=== tlb_ptw ===
tlb_ptw/clk_routes.png
Scale: 1.5 px per um.
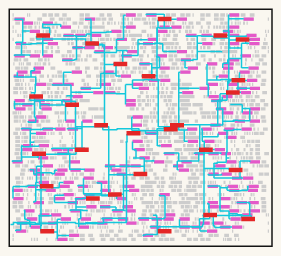

File: src/rtl/tlb_pkg.sv
// tlb_pkg: shared types and constants for the TLB and its page-table walker.
// Holds the walker state encoding, the PTE field layout and the address widths
// that the cache and the walker must agree on.
package tlb_pkg;

    localparam int VA_W   = 64;
    localparam int PA_W   = 64;
    localparam int PCID_W = 12;

    localparam int PAGE_SHIFT = 12;
    localparam int IDX_W      = 9;
    localparam int PTE_V      = 0;
    localparam int PTE_LEAF   = 1;
    localparam int PPN_HI     = 51;

    localparam int LVL_W  = 2;
    // Table base / physical frame number as carried between levels (PA bits 63:12).
    localparam int BASE_W = PA_W - PAGE_SHIFT;
    // PPN field width inside a PTE (bits 51:12).
    localparam int PPN_W  = PPN_HI - PAGE_SHIFT + 1;
    // VA bits 47:12 that feed the four 9-bit table indices.
    localparam int VPN_W  = 4 * IDX_W;

    typedef enum logic [2:0] {
        ST_IDLE = 3'd0,
        ST_REQ  = 3'd1,
        ST_WAIT = 3'd2,
        ST_FILL = 3'd3,
        ST_FLT  = 3'd4
    } ptw_state_t;

    // PTE layout, MSB first: reserved[63:52], ppn[51:12], software[11:2], leaf[1], v[0].
    typedef struct packed {
        logic [11:0]      rsvd;
        logic [PPN_W-1:0] ppn;
        logic [9:0]       sw;
        logic             leaf;
        logic             v;
    } pte_t;

    // A 48-bit canonical VA has bits 63:48 equal to copies of bit 47.
    function automatic logic is_canonical(input logic [VA_W-1:0] addr);
        return addr[63:48] == {16{addr[47]}};
    endfunction

endpackage

File: src/rtl/ptw_idx_sel.sv
// ptw_idx_sel: picks the 9-bit table index for a walk level out of VA[47:12]
// and forms the 8-byte aligned PTE address {base, index, 3'b000}.
module ptw_idx_sel
    import tlb_pkg::*;
(
    input  logic [VPN_W-1:0]  vpn,
    input  logic [BASE_W-1:0] base,
    input  logic [LVL_W-1:0]  lvl,
    output logic [PA_W-1:0]   addr
);

    logic [IDX_W-1:0] idx;

    // Level 3 is the root and uses the top index field; level 0 the lowest.
    always_comb begin
        case (lvl)
            2'd0:    idx = vpn[8:0];
            2'd1:    idx = vpn[17:9];
            2'd2:    idx = vpn[26:18];
            default: idx = vpn[35:27];
        endcase
        addr = {base, idx, 3'b000};
    end

endmodule

File: src/rtl/tlb_ptw.sv
// tlb_ptw: 4-level page-table walker servicing TLB misses.
// Latches the missing VA/PCID, reads one PTE per level over a simple
// req/gnt + rvalid read port, then either fills the TLB or raises a fault.
// Memory port: a request is offered with mem_req/mem_addr held stable until
// mem_gnt is seen high at a clock edge; the single response is the cycle in
// which mem_rvalid is high, and it is only consumed while waiting for it.
// Optional build macro TLB_PTW_HUGE_PAGE_EN: allows 2 MiB (level 1) and
// 1 GiB (level 2) leaf entries; without it any leaf above level 0 faults.
module tlb_ptw
    import tlb_pkg::*;
(
    input  logic              clk,
    input  logic              shutdown,
    input  logic              miss,
    input  logic [VA_W-1:0]   miss_va,
    input  logic [PCID_W-1:0] miss_pcid,
    input  logic [PA_W-1:0]   root_base,
    output logic              busy,
    output logic              mem_req,
    output logic [PA_W-1:0]   mem_addr,
    input  logic              mem_gnt,
    input  logic              mem_rvalid,
    input  logic [63:0]       mem_rdata,
    output logic              insert,
    output logic [VA_W-1:0]   va,
    output logic [PA_W-1:0]   pa,
    output logic [PCID_W-1:0] pcid,
    output logic              fault,
    output logic [LVL_W-1:0]  fault_lvl
);

    ptw_state_t         state;
    logic [LVL_W-1:0]   lvl;
    logic [BASE_W-1:0]  base_q;
    logic [VA_W-13:0]   vpn_q;
    logic [PCID_W-1:0]  pcid_q;

    pte_t               pte;
    logic [VPN_W-1:0]   sel_vpn;
    logic [BASE_W-1:0]  sel_base;
    logic [LVL_W-1:0]   sel_lvl;
    logic [PA_W-1:0]    sel_addr;
    logic               leaf_ok;
    logic [PA_W-1:0]    leaf_pa;
    logic               unused_bits;

    assign pte = pte_t'(mem_rdata);

    // Page offsets, root_base low bits and PTE reserved/software fields play no part.
    assign unused_bits = ^{root_base[11:0], miss_va[11:0], pte.rsvd, pte.sw};

    // Operands for the next PTE address: a fresh miss in IDLE, the next level in WAIT.
    always_comb begin
        sel_vpn  = vpn_q[VPN_W-1:0];
        sel_base = base_q;
        sel_lvl  = lvl;
        if (state == ST_IDLE) begin
            sel_vpn  = miss_va[47:12];
            sel_base = root_base[63:12];
            sel_lvl  = 2'd3;
        end else if (state == ST_WAIT) begin
            sel_base = {{(BASE_W-PPN_W){1'b0}}, pte.ppn};
            sel_lvl  = lvl - 2'd1;
        end
    end

    ptw_idx_sel u_idx_sel (
        .vpn  (sel_vpn),
        .base (sel_base),
        .lvl  (sel_lvl),
        .addr (sel_addr)
    );

`ifdef TLB_PTW_HUGE_PAGE_EN
    // Leaf decode with huge pages: frame bits below the page size must be clear.
    always_comb begin
        leaf_ok = 1'b0;
        leaf_pa = {12'h000, pte.ppn, 12'h000};
        case (lvl)
            2'd0: begin
                leaf_ok = 1'b1;
            end
            2'd1: begin
                leaf_ok = (pte.ppn[8:0] == 9'd0);
                leaf_pa = {12'h000, pte.ppn[39:9], vpn_q[8:0], 12'h000};
            end
            2'd2: begin
                leaf_ok = (pte.ppn[17:0] == 18'd0);
                leaf_pa = {12'h000, pte.ppn[39:18], vpn_q[17:0], 12'h000};
            end
            default: begin
                leaf_ok = 1'b0;
            end
        endcase
    end
`else
    // Leaf decode with 4 KiB pages only: a leaf is legal solely at level 0.
    always_comb begin
        leaf_ok = (lvl == 2'd0);
        leaf_pa = {12'h000, pte.ppn, 12'h000};
    end
`endif

    // Walker FSM; every output is registered and set on the transition into its state.
    always_ff @(posedge clk) begin
        if (shutdown) begin
            state     <= ST_IDLE;
            lvl       <= '0;
            base_q    <= '0;
            vpn_q     <= '0;
            pcid_q    <= '0;
            busy      <= 1'b0;
            mem_req   <= 1'b0;
            mem_addr  <= '0;
            insert    <= 1'b0;
            fault     <= 1'b0;
            fault_lvl <= '0;
            va        <= '0;
            pa        <= '0;
            pcid      <= '0;
        end else begin
            case (state)
                ST_IDLE: begin
                    if (miss) begin
                        vpn_q  <= miss_va[63:12];
                        pcid_q <= miss_pcid;
                        base_q <= root_base[63:12];
                        lvl    <= 2'd3;
                        busy   <= 1'b1;
                        if (!is_canonical(miss_va)) begin
                            fault     <= 1'b1;
                            fault_lvl <= 2'd3;
                            state     <= ST_FLT;
                        end else begin
                            mem_req  <= 1'b1;
                            mem_addr <= sel_addr;
                            state    <= ST_REQ;
                        end
                    end
                end
                ST_REQ: begin
                    if (mem_gnt) begin
                        mem_req <= 1'b0;
                        state   <= ST_WAIT;
                    end
                end
                ST_WAIT: begin
                    if (mem_rvalid) begin
                        if (!pte.v) begin
                            fault     <= 1'b1;
                            fault_lvl <= lvl;
                            state     <= ST_FLT;
                        end else if (pte.leaf) begin
                            if (leaf_ok) begin
                                insert <= 1'b1;
                                va     <= {vpn_q, 12'h000};
                                pa     <= leaf_pa;
                                pcid   <= pcid_q;
                                state  <= ST_FILL;
                            end else begin
                                fault     <= 1'b1;
                                fault_lvl <= lvl;
                                state     <= ST_FLT;
                            end
                        end else if (lvl == 2'd0) begin
                            fault     <= 1'b1;
                            fault_lvl <= lvl;
                            state     <= ST_FLT;
                        end else begin
                            base_q   <= sel_base;
                            lvl      <= sel_lvl;
                            mem_req  <= 1'b1;
                            mem_addr <= sel_addr;
                            state    <= ST_REQ;
                        end
                    end
                end
                ST_FILL: begin
                    insert <= 1'b0;
                    busy   <= 1'b0;
                    state  <= ST_IDLE;
                end
                ST_FLT: begin
                    fault <= 1'b0;
                    busy  <= 1'b0;
                    state <= ST_IDLE;
                end
                default: begin
                    busy    <= 1'b0;
                    mem_req <= 1'b0;
                    insert  <= 1'b0;
                    fault   <= 1'b0;
                    state   <= ST_IDLE;
                end
            endcase
        end
    end

endmodule

File: config.mk
export PLATFORM = sky130hd
export DESIGN_NAME = tlb_ptw
export DESIGN_NICKNAME = d
export VERILOG_FILES = /design/src/rtl/tlb_pkg.sv /design/src/rtl/ptw_idx_sel.sv /design/src/rtl/tlb_ptw.sv
export SDC_FILE = /design/constraint.sdc
export NUM_CORES = 1
export LEC_CHECK = 0
export CORE_ASPECT_RATIO = 0.9
export CORE_UTILIZATION = 39
export DETAILED_ROUTE_END_ITERATION = 12
export PLACE_DENSITY_LB_ADDON = 0.12
export SLEW_MARGIN = 30
export SYNTH_ARGS = -nofsm -noshare
export SYNTH_HDL_FRONTEND = slang
export SYNTH_SLANG_ARGS = --single-unit
File: constraint.sdc
create_clock -name clk -period 2.2 [get_ports clk]
set_input_delay 0.22 -clock clk [delete_from_list [all_inputs] [get_ports clk]]
set_output_delay 0.22 -clock clk [all_outputs]
set_load 0.01 [all_outputs]
=== uart_lite_tx_sequencer ===
[src/rtl/uart_lite_tx_sequencer.sv]
// uart_lite_tx_sequencer: AXI4-Lite master that pushes 16-bit producer words into
// an axi_uartlite TX FIFO. It clears the FIFOs once after reset, then for every
// accepted word it polls STAT until the TX FIFO has room and writes one byte,
// twice per word.
module uart_lite_tx_sequencer #(
  parameter bit          MSB_FIRST  = 1'b1,
  parameter bit          INIT_RST   = 1'b1,
  parameter int unsigned POLL_LIMIT = 255
) (
  input  logic        clk,
  input  logic        rst,
  input  logic [15:0] data,
  input  logic        valid,
  output logic        ready,
  output logic        busy,
  output logic        err,
  output logic [3:0]  awaddr,
  output logic        awvalid,
  input  logic        awready,
  output logic [31:0] wdata,
  output logic        wvalid,
  input  logic        wready,
  input  logic [1:0]  bresp,
  input  logic        bvalid,
  output logic        bready,
  output logic [3:0]  araddr,
  output logic        arvalid,
  input  logic        arready,
  input  logic [31:0] rdata,
  input  logic [1:0]  rresp,
  input  logic        rvalid,
  output logic        rready
);

  typedef enum logic [2:0] {
    S_INIT_W, S_INIT_B, S_IDLE, S_RD_A, S_RD_R, S_WR, S_WR_B
  } state_t;

  localparam state_t      RST_STATE = state_t'(INIT_RST ? S_INIT_W : S_IDLE);
  localparam logic [15:0] LIMIT     = 16'(POLL_LIMIT);

  state_t      r_state;
  logic [15:0] r_data;
  logic        r_byte_idx;
  logic [15:0] r_poll_cnt;
  logic        r_aw_done;
  logic        r_w_done;

  logic        w_aw_ok;
  logic        w_w_ok;
  logic        w_full;
  logic [15:0] w_poll_next;
  logic        w_timeout;
  logic        w_sel_hi;
  logic [7:0]  w_byte;
  logic        w_unused_rdata;

  // A write channel counts as finished if it completed earlier or is completing now.
  assign w_aw_ok     = r_aw_done | (awvalid & awready);
  assign w_w_ok      = r_w_done  | (wvalid  & wready);
  // A failed STAT read is treated like a full FIFO so the byte is never written blind.
  assign w_full      = rdata[3] | (rresp != 2'b00);
  assign w_poll_next = r_poll_cnt + 16'd1;
  assign w_timeout   = (LIMIT != 16'd0) && (w_poll_next >= LIMIT);
  assign w_sel_hi    = ((r_byte_idx == 1'b0) == MSB_FIRST);
  assign w_byte      = w_sel_hi ? r_data[15:8] : r_data[7:0];
  assign w_unused_rdata = ^{rdata[31:4], rdata[2:0]};

  assign ready = (r_state == S_IDLE);
  assign busy  = (r_state != S_IDLE);

  // Word capture; only meaningful while a transfer is in progress, so no reset.
  always_ff @(posedge clk) begin
    if (ready && valid) r_data <= data;
  end

  // Sequencer FSM with registered AXI outputs.
  always_ff @(posedge clk) begin
    if (rst) begin
      r_state    <= RST_STATE;
      awaddr     <= 4'h0;
      awvalid    <= 1'b0;
      wdata      <= 32'h0;
      wvalid     <= 1'b0;
      bready     <= 1'b0;
      araddr     <= 4'h0;
      arvalid    <= 1'b0;
      rready     <= 1'b0;
      err        <= 1'b0;
      r_byte_idx <= 1'b0;
      r_poll_cnt <= 16'd0;
      r_aw_done  <= 1'b0;
      r_w_done   <= 1'b0;
    end else begin
      err    <= 1'b0;
      araddr <= 4'h8;
      case (r_state)
        S_INIT_W, S_WR: begin
          if (r_state == S_INIT_W) begin
            awaddr <= 4'hC;
            wdata  <= 32'h3;
          end
          // Each channel drops its valid on its own handshake; a channel that has
          // not yet been offered (first cycle after reset) is raised here.
          if (awvalid && awready) begin
            awvalid   <= 1'b0;
            r_aw_done <= 1'b1;
          end else if (!r_aw_done) begin
            awvalid <= 1'b1;
          end
          if (wvalid && wready) begin
            wvalid   <= 1'b0;
            r_w_done <= 1'b1;
          end else if (!r_w_done) begin
            wvalid <= 1'b1;
          end
          if (w_aw_ok && w_w_ok) begin
            r_aw_done <= 1'b0;
            r_w_done  <= 1'b0;
            bready    <= 1'b1;
            r_state   <= (r_state == S_INIT_W) ? S_INIT_B : S_WR_B;
          end
        end
        S_INIT_B, S_WR_B: begin
          if (bvalid) begin
            bready <= 1'b0;
            if (bresp != 2'b00) err <= 1'b1;
            if (r_state == S_WR_B && r_byte_idx == 1'b0) begin
              r_byte_idx <= 1'b1;
              r_poll_cnt <= 16'd0;
              arvalid    <= 1'b1;
              r_state    <= S_RD_A;
            end else begin
              r_state <= S_IDLE;
            end
          end
        end
        S_IDLE: begin
          if (valid) begin
            r_byte_idx <= 1'b0;
            r_poll_cnt <= 16'd0;
            arvalid    <= 1'b1;
            r_state    <= S_RD_A;
          end
        end
        S_RD_A: begin
          if (arready) begin
            arvalid <= 1'b0;
            rready  <= 1'b1;
            r_state <= S_RD_R;
          end
        end
        S_RD_R: begin
          if (rvalid) begin
            rready <= 1'b0;
            if (rresp != 2'b00) err <= 1'b1;
            if (w_full) begin
              r_poll_cnt <= w_poll_next;
              if (w_timeout) begin
                err     <= 1'b1;
                r_state <= S_IDLE;
              end else begin
                arvalid <= 1'b1;
                r_state <= S_RD_A;
              end
            end else begin
              awaddr    <= 4'h4;
              wdata     <= {24'h0, w_byte};
              awvalid   <= 1'b1;
              wvalid    <= 1'b1;
              r_aw_done <= 1'b0;
              r_w_done  <= 1'b0;
              r_state   <= S_WR;
            end
          end
        end
        default: r_state <= S_IDLE;
      endcase
    end
  end

endmodule
[config.mk]
export PLATFORM = sky130hd
export DESIGN_NAME = uart_lite_tx_sequencer
export DESIGN_NICKNAME = d
export VERILOG_FILES = /design/src/rtl/uart_lite_tx_sequencer.sv
export SDC_FILE = /design/constraint.sdc
export NUM_CORES = 1
export LEC_CHECK = 0
export CAP_MARGIN = 20
export CORE_AREA = 2 2 89 91
export CTS_CLUSTER_DIAMETER = 60
export CTS_CLUSTER_SIZE = 40
export DETAILED_ROUTE_END_ITERATION = 8
export DIE_AREA = 0 0 91 93
export PLACE_DENSITY = 0.74
export SYNTH_ARGS = -nofsm -noshare
export SYNTH_HDL_FRONTEND = slang
export SYNTH_SLANG_ARGS = --single-unit
[constraint.sdc]
create_clock -name clk -period 2.1 [get_ports clk]
set_input_delay 0.42 -clock clk [delete_from_list [all_inputs] [get_ports clk]]
set_output_delay 0.42 -clock clk [all_outputs]
set_load 0.02 [all_outputs]
=== bypass_scoreboard ===
## src/rtl/bypass_scoreboard_pkg.sv

```systemverilog
`default_nettype none
// ============================================================================
//  Module      : bypass_scoreboard_pkg
//  Description : Shared core definitions for the operand-forwarding and
//                hazard unit: forward-select encoding, register index width
//                derivation and the default outstanding-miss depth.
//  Revision    : 1.0 - initial release
// ============================================================================
package bypass_scoreboard_pkg;

   // Source of an EX operand; NONE means the register file value is used.
   typedef enum logic [1:0] {
      SEL_NONE  = 2'd0,
      SEL_MEM   = 2'd1,
      SEL_WBH   = 2'd2,
      SEL_FILLH = 2'd3
   } fwd_sel_e;

   localparam int c_NUM_REGS_DEFAULT    = 32;
   localparam int c_MAX_PENDING_DEFAULT = 4;

   // Register index width; a single-entry file still needs one index bit.
   function automatic int regWidth(input int numRegs);
      return (numRegs > 1) ? $clog2(numRegs) : 1;
   endfunction

endpackage : bypass_scoreboard_pkg
`default_nettype wire

```

## src/rtl/bypass_src_resolve.sv

```systemverilog
`default_nettype none
// ============================================================================
//  Module      : bypass_src_resolve
//  Description : Combinational priority resolver for one source operand in
//                ID. Picks the forwarding source the operand will use in EX
//                and flags load-use / RAW hazards and hold-register captures.
//  Revision    : 1.0 - initial release
// ============================================================================
module bypass_src_resolve #(
   parameter int REG_W = 5
) (
   input  logic [REG_W-1:0] rs,
   input  logic             rsUsed,
   input  logic             rsBusy,
   input  logic             exValid,
   input  logic [REG_W-1:0] exRd,
   input  logic             exWr,
   input  logic             exIsLoad,
   input  logic             memValid,
   input  logic [REG_W-1:0] memRd,
   input  logic             memWr,
   input  logic             wbValid,
   input  logic [REG_W-1:0] wbRd,
   input  logic             wbWr,
   input  logic             fillValid,
   input  logic [REG_W-1:0] fillRd,
   output logic [1:0]       nextSel,
   output logic             loadUse,
   output logic             rawStall,
   output logic             capMem,
   output logic             capWb,
   output logic             capFill
);
   import bypass_scoreboard_pkg::*;

   logic w_live;
   logic w_exHit;
   logic w_memHit;
   logic w_wbHit;
   logic w_fillHit;

   // r0 is hard-wired zero and unread operands never forward or stall.
   assign w_live    = rsUsed && (rs != '0);
   assign w_exHit   = w_live && exValid  && exWr  && (exRd  == rs);
   assign w_memHit  = w_live && memValid && memWr && (memRd == rs);
   assign w_wbHit   = w_live && wbValid  && wbWr  && (wbRd  == rs);
   assign w_fillHit = w_live && fillValid && (fillRd == rs);

   // Youngest producer wins; a same-cycle fill beats the busy bit.
   always_comb begin
      nextSel  = SEL_NONE;
      loadUse  = 1'b0;
      rawStall = 1'b0;
      capMem   = 1'b0;
      capWb    = 1'b0;
      capFill  = 1'b0;
      if (w_exHit) begin
         if (exIsLoad) begin
            loadUse = 1'b1;
         end else begin
            nextSel = SEL_MEM;
         end
      end else if (w_memHit) begin
         nextSel = SEL_WBH;
         capMem  = 1'b1;
      end else if (w_wbHit) begin
         nextSel = SEL_WBH;
         capWb   = 1'b1;
      end else if (w_fillHit) begin
         nextSel = SEL_FILLH;
         capFill = 1'b1;
      end else if (w_live && rsBusy) begin
         rawStall = 1'b1;
      end
   end

endmodule : bypass_src_resolve
`default_nettype wire

```

## src/rtl/bypass_scoreboard.sv

```systemverilog
`default_nettype none
// ============================================================================
//  Module      : bypass_scoreboard
//  Description : Operand-forwarding and hazard unit between ID and EX.
//                Resolves forwarding in ID, registers per-operand selects
//                into EX, holds WB/fill data, tracks outstanding load misses
//                in a busy scoreboard and merges load-use/RAW/WAW stalls.
//  Revision    : 1.0 - initial release
// ============================================================================
module bypass_scoreboard
   import bypass_scoreboard_pkg::*;
#(
   parameter int XLEN        = 32,
   parameter int NUM_REGS    = c_NUM_REGS_DEFAULT,
   parameter int REG_W       = regWidth(NUM_REGS),
   parameter int NUM_SRC     = 2,
   parameter int MAX_PENDING = c_MAX_PENDING_DEFAULT
) (
   input  logic                    clk,
   input  logic                    rst,
   input  logic                    id_valid,
   input  logic [NUM_SRC*REG_W-1:0] id_rs,
   input  logic [NUM_SRC-1:0]      id_rs_used,
   input  logic [REG_W-1:0]        id_rd,
   input  logic                    id_wr,
   input  logic                    ex_valid,
   input  logic [REG_W-1:0]        ex_rd,
   input  logic                    ex_wr,
   input  logic                    ex_is_load,
   input  logic                    mem_valid,
   input  logic [REG_W-1:0]        mem_rd,
   input  logic                    mem_wr,
   input  logic [XLEN-1:0]         mem_result,
   input  logic                    wb_valid,
   input  logic [REG_W-1:0]        wb_rd,
   input  logic                    wb_wr,
   input  logic [XLEN-1:0]         wb_result,
   input  logic                    miss_valid,
   input  logic [REG_W-1:0]        miss_rd,
   input  logic                    fill_valid,
   input  logic [REG_W-1:0]        fill_rd,
   input  logic [XLEN-1:0]         fill_data,
   output logic [NUM_SRC*2-1:0]    fwd_sel,
   output logic [NUM_SRC*XLEN-1:0] fwd_data,
   output logic                    stall,
   output logic                    pending_full,
   output logic                    err
);

   localparam int               c_CNT_W    = $clog2(MAX_PENDING + 1);
   localparam logic [c_CNT_W-1:0] c_PEND_MAX = c_CNT_W'(MAX_PENDING);
   localparam logic [c_CNT_W-1:0] c_ONE      = c_CNT_W'(1);

   // Scoreboard and hold state
   logic [NUM_REGS-1:0]    r_busy;
   logic [c_CNT_W-1:0]     r_count;
   logic                   r_pendingFull;
   logic                   r_err;
   logic [XLEN-1:0]        r_wbHold;
   logic [XLEN-1:0]        r_fillHold;
   logic [NUM_SRC*2-1:0]   r_fwdSel;

   // Per-source resolver results
   logic [1:0]             w_nextSel [NUM_SRC];
   logic [NUM_SRC-1:0]     w_rsBusy;
   logic [NUM_SRC-1:0]     w_loadUse;
   logic [NUM_SRC-1:0]     w_raw;
   logic [NUM_SRC-1:0]     w_capMem;
   logic [NUM_SRC-1:0]     w_capWb;
   logic [NUM_SRC-1:0]     w_capFill;

   // Merged hazard and scoreboard update terms
   logic                   w_conflict;
   logic                   w_waw;
   logic                   w_stall;
   logic                   w_missAcc;
   logic                   w_missFull;
   logic                   w_fillAcc;
   logic [NUM_REGS-1:0]    w_busyNext;
   logic [c_CNT_W-1:0]     w_countNext;

   // ------------------------------------------------------------------------
   // One priority resolver per source operand
   // ------------------------------------------------------------------------
   generate
      for (genvar g = 0; g < NUM_SRC; g++) begin : g_src
         assign w_rsBusy[g] = r_busy[id_rs[g*REG_W +: REG_W]];

         bypass_src_resolve #(
            .REG_W (REG_W)
         ) u_resolve (
            .rs        (id_rs[g*REG_W +: REG_W]),
            .rsUsed    (id_rs_used[g]),
            .rsBusy    (w_rsBusy[g]),
            .exValid   (ex_valid),
            .exRd      (ex_rd),
            .exWr      (ex_wr),
            .exIsLoad  (ex_is_load),
            .memValid  (mem_valid),
            .memRd     (mem_rd),
            .memWr     (mem_wr),
            .wbValid   (wb_valid),
            .wbRd      (wb_rd),
            .wbWr      (wb_wr),
            .fillValid (fill_valid),
            .fillRd    (fill_rd),
            .nextSel   (w_nextSel[g]),
            .loadUse   (w_loadUse[g]),
            .rawStall  (w_raw[g]),
            .capMem    (w_capMem[g]),
            .capWb     (w_capWb[g]),
            .capFill   (w_capFill[g])
         );
      end
   endgenerate

   // ------------------------------------------------------------------------
   // Stall merge
   // ------------------------------------------------------------------------
   // wb_hold is a single register: a MEM-sourced and a WB-sourced operand
   // cannot both be satisfied by it, so that pairing stalls instead.
   assign w_conflict = (|w_capMem) && (|w_capWb);

   // Writing a register whose miss is still outstanding would be overwritten
   // by the late fill, unless that fill lands this very cycle.
   assign w_waw = id_wr && r_busy[id_rd] && !(fill_valid && (fill_rd == id_rd));

   assign w_stall = !rst && id_valid &&
                    ((|w_loadUse) || (|w_raw) || w_waw || w_conflict);

   assign stall = w_stall;

   // Select register: bubble EX on a stall or an empty ID slot.
   always_ff @(posedge clk) begin
      if (rst) begin
         r_fwdSel <= '0;
      end else if (w_stall || !id_valid) begin
         r_fwdSel <= '0;
      end else begin
         for (int i = 0; i < NUM_SRC; i++) begin
            r_fwdSel[i*2 +: 2] <= w_nextSel[i];
         end
      end
   end

   // Hold registers: MEM value wins because that producer is the younger one.
   always_ff @(posedge clk) begin
      if (rst) begin
         r_wbHold   <= '0;
         r_fillHold <= '0;
      end else begin
         if (|w_capMem) begin
            r_wbHold <= mem_result;
         end else if (|w_capWb) begin
            r_wbHold <= wb_result;
         end
         if (|w_capFill) begin
            r_fillHold <= fill_data;
         end
      end
   end

   // ------------------------------------------------------------------------
   // Miss scoreboard
   // ------------------------------------------------------------------------
   assign w_missAcc  = miss_valid && (miss_rd != '0) && (r_count != c_PEND_MAX);
   assign w_missFull = miss_valid && (miss_rd != '0) && (r_count == c_PEND_MAX);
   assign w_fillAcc  = fill_valid && r_busy[fill_rd];

   // Next busy vector and count; a fill and a miss together leave count as is.
   always_comb begin
      w_busyNext  = r_busy;
      w_countNext = r_count;
      if (w_fillAcc) begin
         w_busyNext[fill_rd] = 1'b0;
      end
      if (w_missAcc) begin
         w_busyNext[miss_rd] = 1'b1;
      end
      case ({w_missAcc, w_fillAcc})
         2'b10:   w_countNext = r_count + c_ONE;
         2'b01:   w_countNext = r_count - c_ONE;
         default: w_countNext = r_count;
      endcase
   end

   // Scoreboard state, full flag aligned with count, sticky overflow error.
   always_ff @(posedge clk) begin
      if (rst) begin
         r_busy        <= '0;
         r_count       <= '0;
         r_pendingFull <= 1'b0;
         r_err         <= 1'b0;
      end else begin
         r_busy        <= w_busyNext;
         r_count       <= w_countNext;
         r_pendingFull <= (w_countNext == c_PEND_MAX);
         if (w_missFull) begin
            r_err <= 1'b1;
         end
      end
   end

   assign pending_full = r_pendingFull;
   assign err          = r_err;

   // ------------------------------------------------------------------------
   // EX operand data mux; NONE drives zero (consumer uses the register file).
   // ------------------------------------------------------------------------
   always_comb begin
      fwd_data = '0;
      for (int i = 0; i < NUM_SRC; i++) begin
         case (r_fwdSel[i*2 +: 2])
            SEL_MEM:   fwd_data[i*XLEN +: XLEN] = mem_result;
            SEL_WBH:   fwd_data[i*XLEN +: XLEN] = r_wbHold;
            SEL_FILLH: fwd_data[i*XLEN +: XLEN] = r_fillHold;
            default:   fwd_data[i*XLEN +: XLEN] = '0;
         endcase
      end
   end

   assign fwd_sel = r_fwdSel;

endmodule : bypass_scoreboard
`default_nettype wire

```

## config.mk

```make
export PLATFORM = sky130hd
export DESIGN_NAME = bypass_scoreboard
export DESIGN_NICKNAME = d
export VERILOG_FILES = /design/src/rtl/bypass_scoreboard_pkg.sv /design/src/rtl/bypass_src_resolve.sv /design/src/rtl/bypass_scoreboard.sv
export SDC_FILE = /design/constraint.sdc
export NUM_CORES = 1
export LEC_CHECK = 0
export CAP_MARGIN = 10
export CORE_UTILIZATION = 52
export DETAILED_ROUTE_END_ITERATION = 7
export PLACE_DENSITY = 0.83
export SYNTH_ARGS = -nofsm -noshare
export SYNTH_HDL_FRONTEND = slang
export SYNTH_SLANG_ARGS = --single-unit
```

## constraint.sdc

```tcl
create_clock -name clk -period 4.85 [get_ports clk]
set_input_delay 0.97 -clock clk [delete_from_list [all_inputs] [get_ports clk]]
set_output_delay 0.97 -clock clk [all_outputs]
set_load 0.05 [all_outputs]
```

=== product_accumulator ===
### config.mk
export PLATFORM = sky130hd
export DESIGN_NAME = product_accumulator
export DESIGN_NICKNAME = d
export VERILOG_FILES = /design/src/rtl/product_accumulator.sv
export SDC_FILE = /design/constraint.sdc
export NUM_CORES = 1
export LEC_CHECK = 0
export CORE_MARGIN = 2
export CORE_UTILIZATION = 45
export DETAILED_ROUTE_END_ITERATION = 8
export HOLD_SLACK_MARGIN = 0.12
export PLACE_DENSITY = 0.86
export SLEW_MARGIN = 10
export SYNTH_ARGS = -nofsm -noshare
export SYNTH_HDL_FRONTEND = slang
export SYNTH_SLANG_ARGS = --single-unit
### constraint.sdc
create_clock -name clk -period 2.2 [get_ports clk]
set_input_delay 0.44 -clock clk [delete_from_list [all_inputs] [get_ports clk]]
set_output_delay 0.44 -clock clk [all_outputs]
set_load 0.005 [all_outputs]
### src/rtl/product_accumulator.sv
// Sums N_TERMS multiplier products into one dot-product result.
// The result is held on a valid/ready handshake until the consumer takes it.
module product_accumulator #(
    parameter int N_TERMS = 4,
    parameter int ACC_W   = 12
) (
    input  logic             clk,
    input  logic             rst,
    input  logic             clear,
    input  logic [7:0]       prod_in,
    input  logic             prod_valid,
    output logic             prod_ready,
    output logic [ACC_W-1:0] acc_out,
    output logic             acc_valid,
    input  logic             acc_ready,
    output logic             ovf,
    output logic [7:0]       term_cnt
);

    typedef enum logic [1:0] {
        IDLE  = 2'd0,
        ACCUM = 2'd1,
        HOLD  = 2'd2
    } state_t;

    localparam int          SUM_W = ACC_W + 1;
    localparam logic [7:0]  LAST  = 8'(N_TERMS);

    state_t           state;
    logic [ACC_W:0]   sum;
    logic [7:0]       cnt_next;

    // The extra top bit of sum is the carry that feeds the sticky overflow flag.
    assign sum        = {1'b0, acc_out} + SUM_W'(prod_in);
    assign cnt_next   = term_cnt + 8'd1;
    assign prod_ready = (state != HOLD);

    always_ff @(posedge clk or posedge rst) begin
        if (rst) begin
            state     <= IDLE;
            acc_out   <= '0;
            acc_valid <= 1'b0;
            ovf       <= 1'b0;
            term_cnt  <= 8'd0;
        end else if (clear) begin
            state     <= IDLE;
            acc_out   <= '0;
            acc_valid <= 1'b0;
            ovf       <= 1'b0;
            term_cnt  <= 8'd0;
        end else begin
            case (state)
                IDLE: begin
                    if (prod_valid) begin
                        acc_out  <= ACC_W'(prod_in);
                        term_cnt <= 8'd1;
                        ovf      <= 1'b0;
                        if (N_TERMS == 1) begin
                            state     <= HOLD;
                            acc_valid <= 1'b1;
                        end else begin
                            state <= ACCUM;
                        end
                    end
                end
                ACCUM: begin
                    if (prod_valid) begin
                        acc_out  <= sum[ACC_W-1:0];
                        ovf      <= ovf | sum[ACC_W];
                        term_cnt <= cnt_next;
                        if (cnt_next == LAST) begin
                            state     <= HOLD;
                            acc_valid <= 1'b1;
                        end
                    end
                end
                HOLD: begin
                    if (acc_ready) begin
                        state     <= IDLE;
                        acc_valid <= 1'b0;
                    end
                end
                default: begin
                    state     <= IDLE;
                    acc_valid <= 1'b0;
                end
            endcase
        end
    end

endmodule

tlb_ptw/power_grid.png
Scale: 2 px per um. Pins as bars on the die edge.
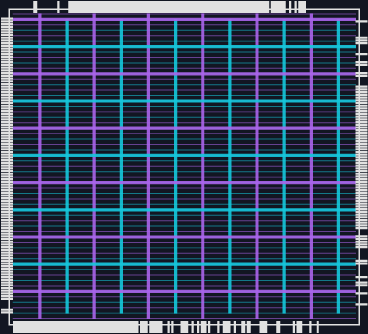
- VDD: cyan
- VSS: purple
- met1 rails: 57
- signal pins: 419
- met4 straps: 12
- rows: 56
- met5 straps: 11
horizontal die dimension: 174 um
die span in y: 157 um
area of the core region: 26100 um^2
maximum vdd ir drop: 478 uV

About tlb_ptw/clk_routes.png:
- flip-flops: magenta (count 240)
- clock wires: cyan (length 3260 um)
- clock drivers: red (count 27)
- flops lie: spread over the die
worst setup skew after layout: 0.00996 ns
Clock Latency Late Sink: 0.53 ns
Power Clock: 5.03 mW
fraction of power consumed by the clock network: 47.7%

==> impl_metrics.toml, tlb_ptw <==
# generated from flow reports
[hold_path]
min_delay_worst_endpoint = "pa[27]"
timing.hold.worst.start = "shutdown"
hold_path_depth = 2

[synthesis]
synth_flop_count = 240
edf_count = 0
synth.lib_cells_used.distinct = 47
ys_cells = 1275
yosys.area_share.aoi_pct = 19.1
post_synth_mux_area_share_pct = 5.50
yosys-dominant-comb-family = "simple AND/OR/NAND/NOR gates"
syn_area_per_cell_um2 = 8.17

[grt]
overall_fraction_of_global_route_tracks_in_use_pct = 24.2
met3_layer_usage_reported_by_global_route_pct = 6.35
global_route.peak_usage_layer = "met2"

[setup_path]
critical_path_class = "reg2reg"
worstPathRequired_ns = 2.65
cp_num_cells = 9
timing.rr.start = "lvl[0]"
path_cells = "inv_2, ha_4, or3b_4, a221o_2, nor2_4, buf_12, buf_12, a22oi_1, a31oi_1"
reg2reg_depth = 9

[die]
initial_core_util_pct = 39.8
rows = 56

[sta]
max-slew-margin-rel_pct = 61.1
tns_setup_ns = 0

[finish]
final_layout_top_logic_cells = "nand2_1, clkdlybuf4s50_1, dfxtp_1"

[place]
place.detailed.hpwl_um = 23400
numPlacedInstances = 1902
placedInstanceArea_um2 = 14100

[status]
outcome = "finished, final reports clean"

[power]
totalPowerFinal_mw = 10.6
pwr_density_cell_nw_per_um2 = 690

[run]
tool_warnings = 74
cap_viol_max_count = 0

[clocking]
hold_buffers = 0

[drt]
route.detailed.vias_per_inst = 5.24
[tlb_ptw: area by class of cell]
| type | instances | area, um^2 |
|---|---|---|
| clock inverter | 17 | 269 |
| multi-input combinational | 906 | 4890 |
| sequential | 240 | 4810 |
| tap | 348 | 435 |
| inverter | 19 | 71.3 |
| timing repair buffer | 401 | 4100 |
| fill | 2396 | 10800 |
| clock buffer | 31 | 721 |
[tlb_ptw: power breakdown]
part / total (mW) / switching [mW] / internal [mW]
sequential: 4.50 / 0.0774 / 4.43
combinational: 1.02 / 0.484 / 0.532
clock: 5.03 / 1.87 / 3.16
product_accumulator/logic_types.png
Scale: 4 px per um.
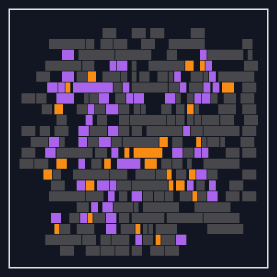
- inverting AOI/OAI gates: purple (cells 55)
- NOR gates: orange (cells 25)

==> impl_metrics.toml, product_accumulator <==
# generated from flow reports
[finish]
buffer_area_share_pct = 23.6
filler_cell_count = 276
area.share.combinational_pct = 45.0
layout-drive-gt1-share_pct = 19.1
final_layout_top_logic_cells = "clkdlybuf4s50_1, buf_4, dfrtp_1"
sequential_cell_area_um2 = 601
layout.comb_gates.multi_input = 142
nonClockInverterCount = 6
clk_share_pct = 1.59

[die]
rows = 21
die_h_um = 64.3

[power]
static-leakage-power_nw = 0.991
totalPowerFinal_mw = 1.03
pwr_density_cell_nw_per_um2 = 451
internal_power_mw = 0.721
share_comb_of_total_power_pct = 30.8
total_switching_power_mw = 0.306

[place]
gp_congestion = 0.855
buffer_ports.inserted = 35
place.detailed.hpwl_um = 3020

[clocking]
hold_buffers = 0
clock_transition_time_at_the_flip_flop_clock_pins_of_the_worst_setup_and_hold_paths_ns = 0.13
h_tree_level_count = 1
clock-root-buffer = "clkbuf_4"

[synthesis]
synth_chip_area_um2 = 1630
synthXorXnorAreaFrac_pct = 2.68
synth_flop_count = 24
synth_cells = 178

[setup_path]
critical_path_class = "in2reg"
reg2reg_end = "acc_out[10]"

[sta]
setup-violations-final = 0
unrepaired_setup_endpoints_after_global_routing = "false"

[status]
outcome = "finished, final reports clean"

[grt]
vias_in_the_first_global_route = 1547

[drt]
dr.max_layer_used = "met4"
num_vias = 1659

[hold_path]
holdCritPathClass = "in2async"
-- product_accumulator: cell usage after synthesis (2+ instances only) --
cell	n
dfrtp_1	24
a21oi_1	13
o21ai_0	13
nor2_1	11
ha_1	10
nand2_1	10
o31ai_1	7
a211oi_1	6
inv_1	6
nand2b_1	6
nand3_1	6
xor2_1	4
a21o_1	3
buf_2	3
nor3_1	3
nor4_1	3
o211ai_1	3
o21ai_1	3
or3_1	3
or4_1	3
a22oi_1	2
a31oi_1	2
and4_1	2
clkbuf_1	2
mux2i_1	2
nor2_2	2
nor2b_1	2
nor4b_1	2
or2_2	2
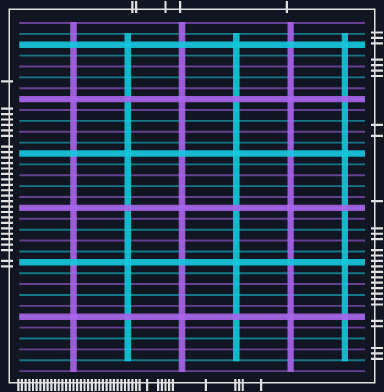
uart_lite_tx_sequencer/power_grid.png
Scale: 4 px per um. Pins as bars on the die edge.
- VSS: purple
- VDD: cyan
- met1 rails: 33
- met5 straps: 6
- met4 straps: 6
- signal pins: 108

uart_lite_tx_sequencer/wires.png
Scale: 4 px per um.
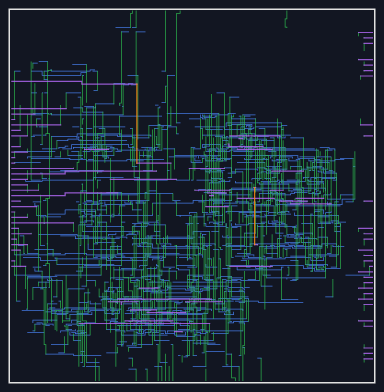
- metal 1: blue (wire length 3000 um)
- metal 3: purple (wire length 543 um)
- metal 2: green (wire length 3520 um)
- metal 4: orange (wire length 34.0 um)

==> impl_metrics.toml, uart_lite_tx_sequencer <==
# generated from flow reports
[status]
outcome = "finished, final reports clean"

[synthesis]
synthXorXnorAreaFrac_pct = 1.82
synth_chip_area_um2 = 2890
synthesis.yosys.warnings = 0
fa_ha_area_share_pct = 0.865
yosys.area_share.aoi_pct = 17.8
edf_count = 16
ys_cells = 335
synth-seq-area-share_pct = 43.6

[drt]
m1WireLength_um = 3000
drt_drc_violations_left = 0
detailroute.wirelength.met2_um = 3520
final_routed_wire_length_divided_by_cell_count_um = 13.3
route.antenna.remaining_nets = 0
num_vias = 2744

[hold_path]
min_delay_worst_endpoint = "awaddr[2]"
hold_path_depth = 2

[die]
chipWidth_um = 91
floorplan.io_pins = 108

[setup_path]
timing.critical_path.fanout_max = 3
worstPathRequired_ns = 2.34
critPathCaptureType = "flip-flop"
worst-path-buf-inv = 1
path_cells = "clkdlybuf4s50_1, nand3_1, or4_4, or4_1, a21oi_1"
worst-endpoint-arrival_ns = 2.27
reg2reg_end = "r_state[0]"

[finish]
layout.comb_gates.multi_input = 256
area.share.combinational_pct = 37.6
dominant-cell-class = "multi-input combinational cells"
final_core_util_pct = 52.7

[sta]
slew_viol_final = 0

[power]
total_switching_power_mw = 1.21
pwr-share-clk_pct = 21.0

[place]
gp_congestion = 0.851
place.detailed.hpwl_um = 5200

[clocking]
clock_latency_late_sink_ns = 0.31
cts.repair.resized = 9
==> uart_lite_tx_sequencer: Yosys cell counts (all sizes together) (5+ instances only) <==
cell type	instances	area, um^2
dfxtp	39	781
a21oi	36	180
nor2	36	138
buf	32	235
o21ai	22	110
nand2	20	75.1
nor3	18	90.1
edfxtp	16	480
clkbuf	13	48.8
mux2i	10	100
a31oi	8	50.1
inv	7	26.3
nand3	7	35.0
or3	7	43.8
nor2b	6	45.0
nor4	6	37.5
nand4	5	31.3
bypass_scoreboard/logic_types.png
Scale: 2 px per um.
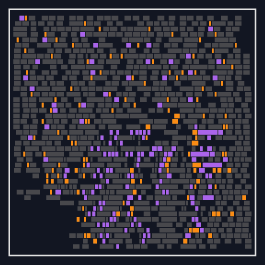
- NOR gates: orange (cells 122; where spread over the die)
- inverting AOI/OAI gates: purple (cells 141)
fraction of area in multi-input gates: 50.5%
Top cell excl fill/tap: clkdlybuf4s50_1
Layout Cells excl Fill: 1191

==> impl_metrics.toml, bypass_scoreboard <==
# generated from flow reports
[status]
outcome = "finished, final reports clean"

[run]
cap_viol_max_count = 0

[die]
chipWidth_um = 122
area_of_the_die_um2 = 15000
initial_core_util_pct = 53.8

[sta]
setup_ws_ns = 0.252
unrepaired_setup_endpoints_after_global_routing = "false"
worst-slew-pin-transition_ns = 1.12

[drt]
final_routed_wire_length_divided_by_cell_count_um = 20.8

[synthesis]
synthSimpleGateAreaFrac_pct = 13.8
post-synth-top-area-cell = "dfxtp_1"
synth_top_flop_cell = "dfxtp_1"

[grt]
grt_pass1_wl_um = 38400
grt_antenna_before_repair = 0

[clocking]
cts_inserted_buffers = 9
clkSinkCount = 105

[finish]
final_core_util_pct = 72.1
regs_by_ff_count = "r_busy x32, r_fillHold x32, r_wbHold x32"

[setup_path]
r2r_setup_slack_ns = 2.06
cp_num_cells = 10
bypass_scoreboard: power breakdown:
part / switching [mW] / leakage, nW / internal (mW) / total, mW
clock network: 0.326 / 0.118 / 0.347 / 0.673
logic: 0.170 / 2.75 / 0.210 / 0.380
registers: 0.0147 / 0.847 / 0.876 / 0.890
total: 0.511 / 3.71 / 1.43 / 1.94
bypass_scoreboard: cell type report:
class	instances	area, um^2
Inverter	5	18.8
Timing Repair Buffer	243	2380
Sequential cell	105	2100
Tap cell	180	225
Fill cell	1088	3900
Clock inverter	4	31.3
Multi-Input combinational cell	643	5090
Clock buffer	11	233

==> notes/layouts.md <==
Pictures saved along the way, in no particular order.

Clock routing.
image #1
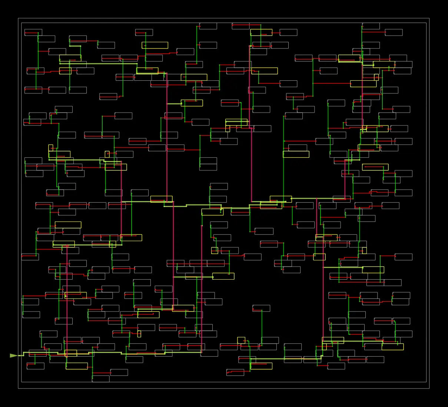
image #2
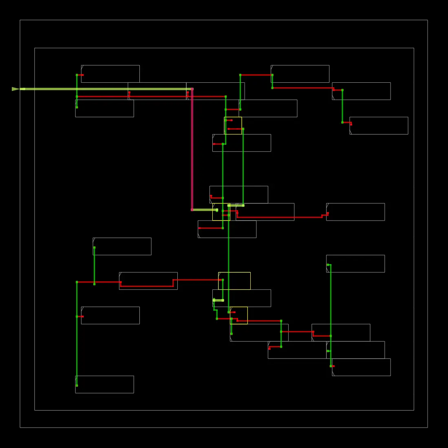
image #3
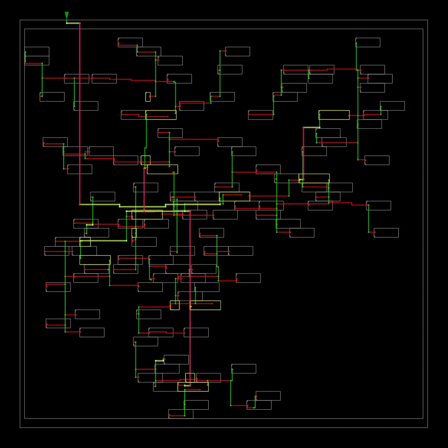
image #4
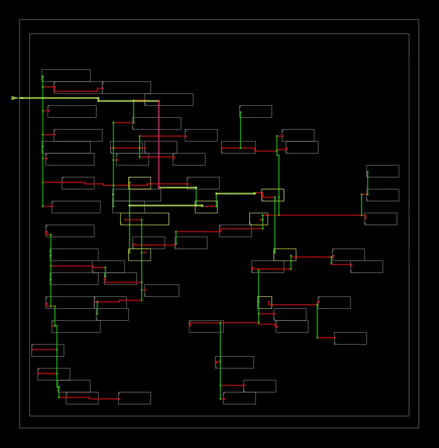
| from | picture |
|---|---|
| product_accumulator | image #2 |
| bypass_scoreboard | image #3 |
| uart_lite_tx_sequencer | image #4 |
| tlb_ptw | image #1 |
The one with the most clock buffers is image #1.



==> screenshots <==
Metal layers overlaid.
picture 1
Scale: 3 px per um.
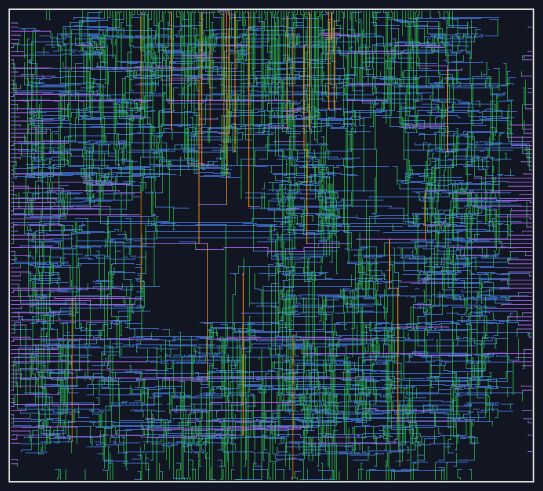
picture 2
Scale: 4 px per um.
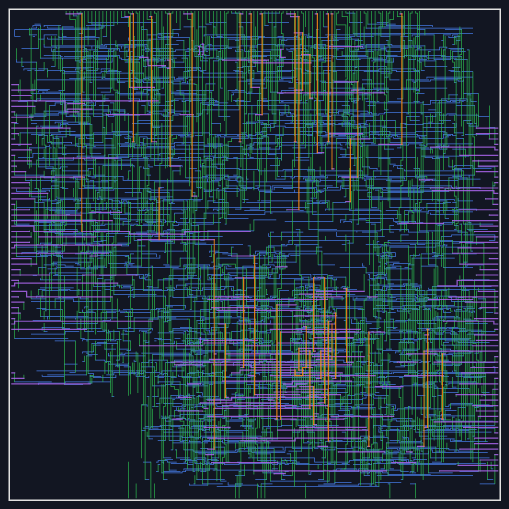
picture 3
Scale: 8 px per um.
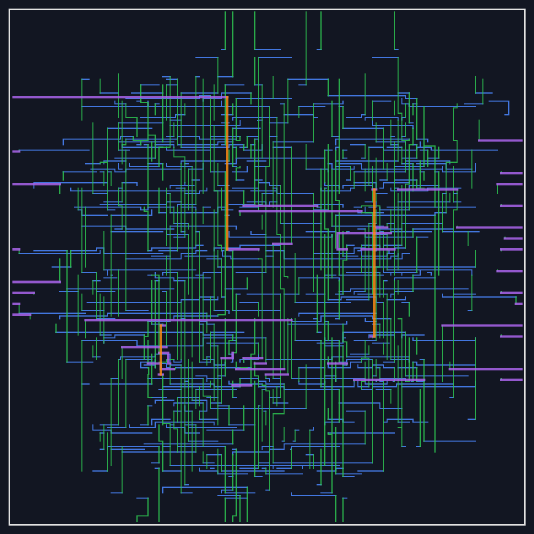
Of these, smallest die: picture 3
For bypass_scoreboard, see picture 2.
For product_accumulator, see picture 3.
For tlb_ptw, see picture 1.


==> gallery <==
Clock distribution.
(a)
Scale: 2 px per um.
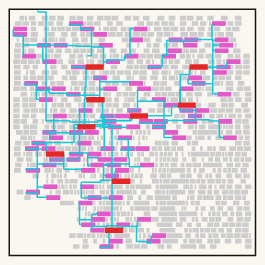
(b)
Scale: 4 px per um.
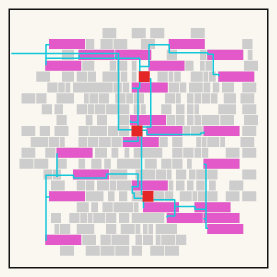
(c)
Scale: 3 px per um.
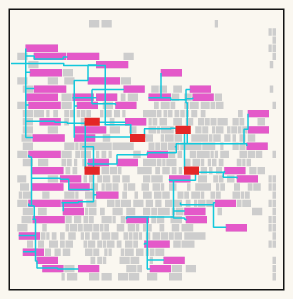
- (b) = product_accumulator
- (a) = bypass_scoreboard
- (c) = uart_lite_tx_sequencer
Of these, most sequential cells: (a)

Key to (c):
- flip-flops: magenta (count 55)
- clock drivers: red (count 5)
- clock wires: cyan (length 641 um)
- routed clock nets: 6

Power and IR drop assume default switching activity.
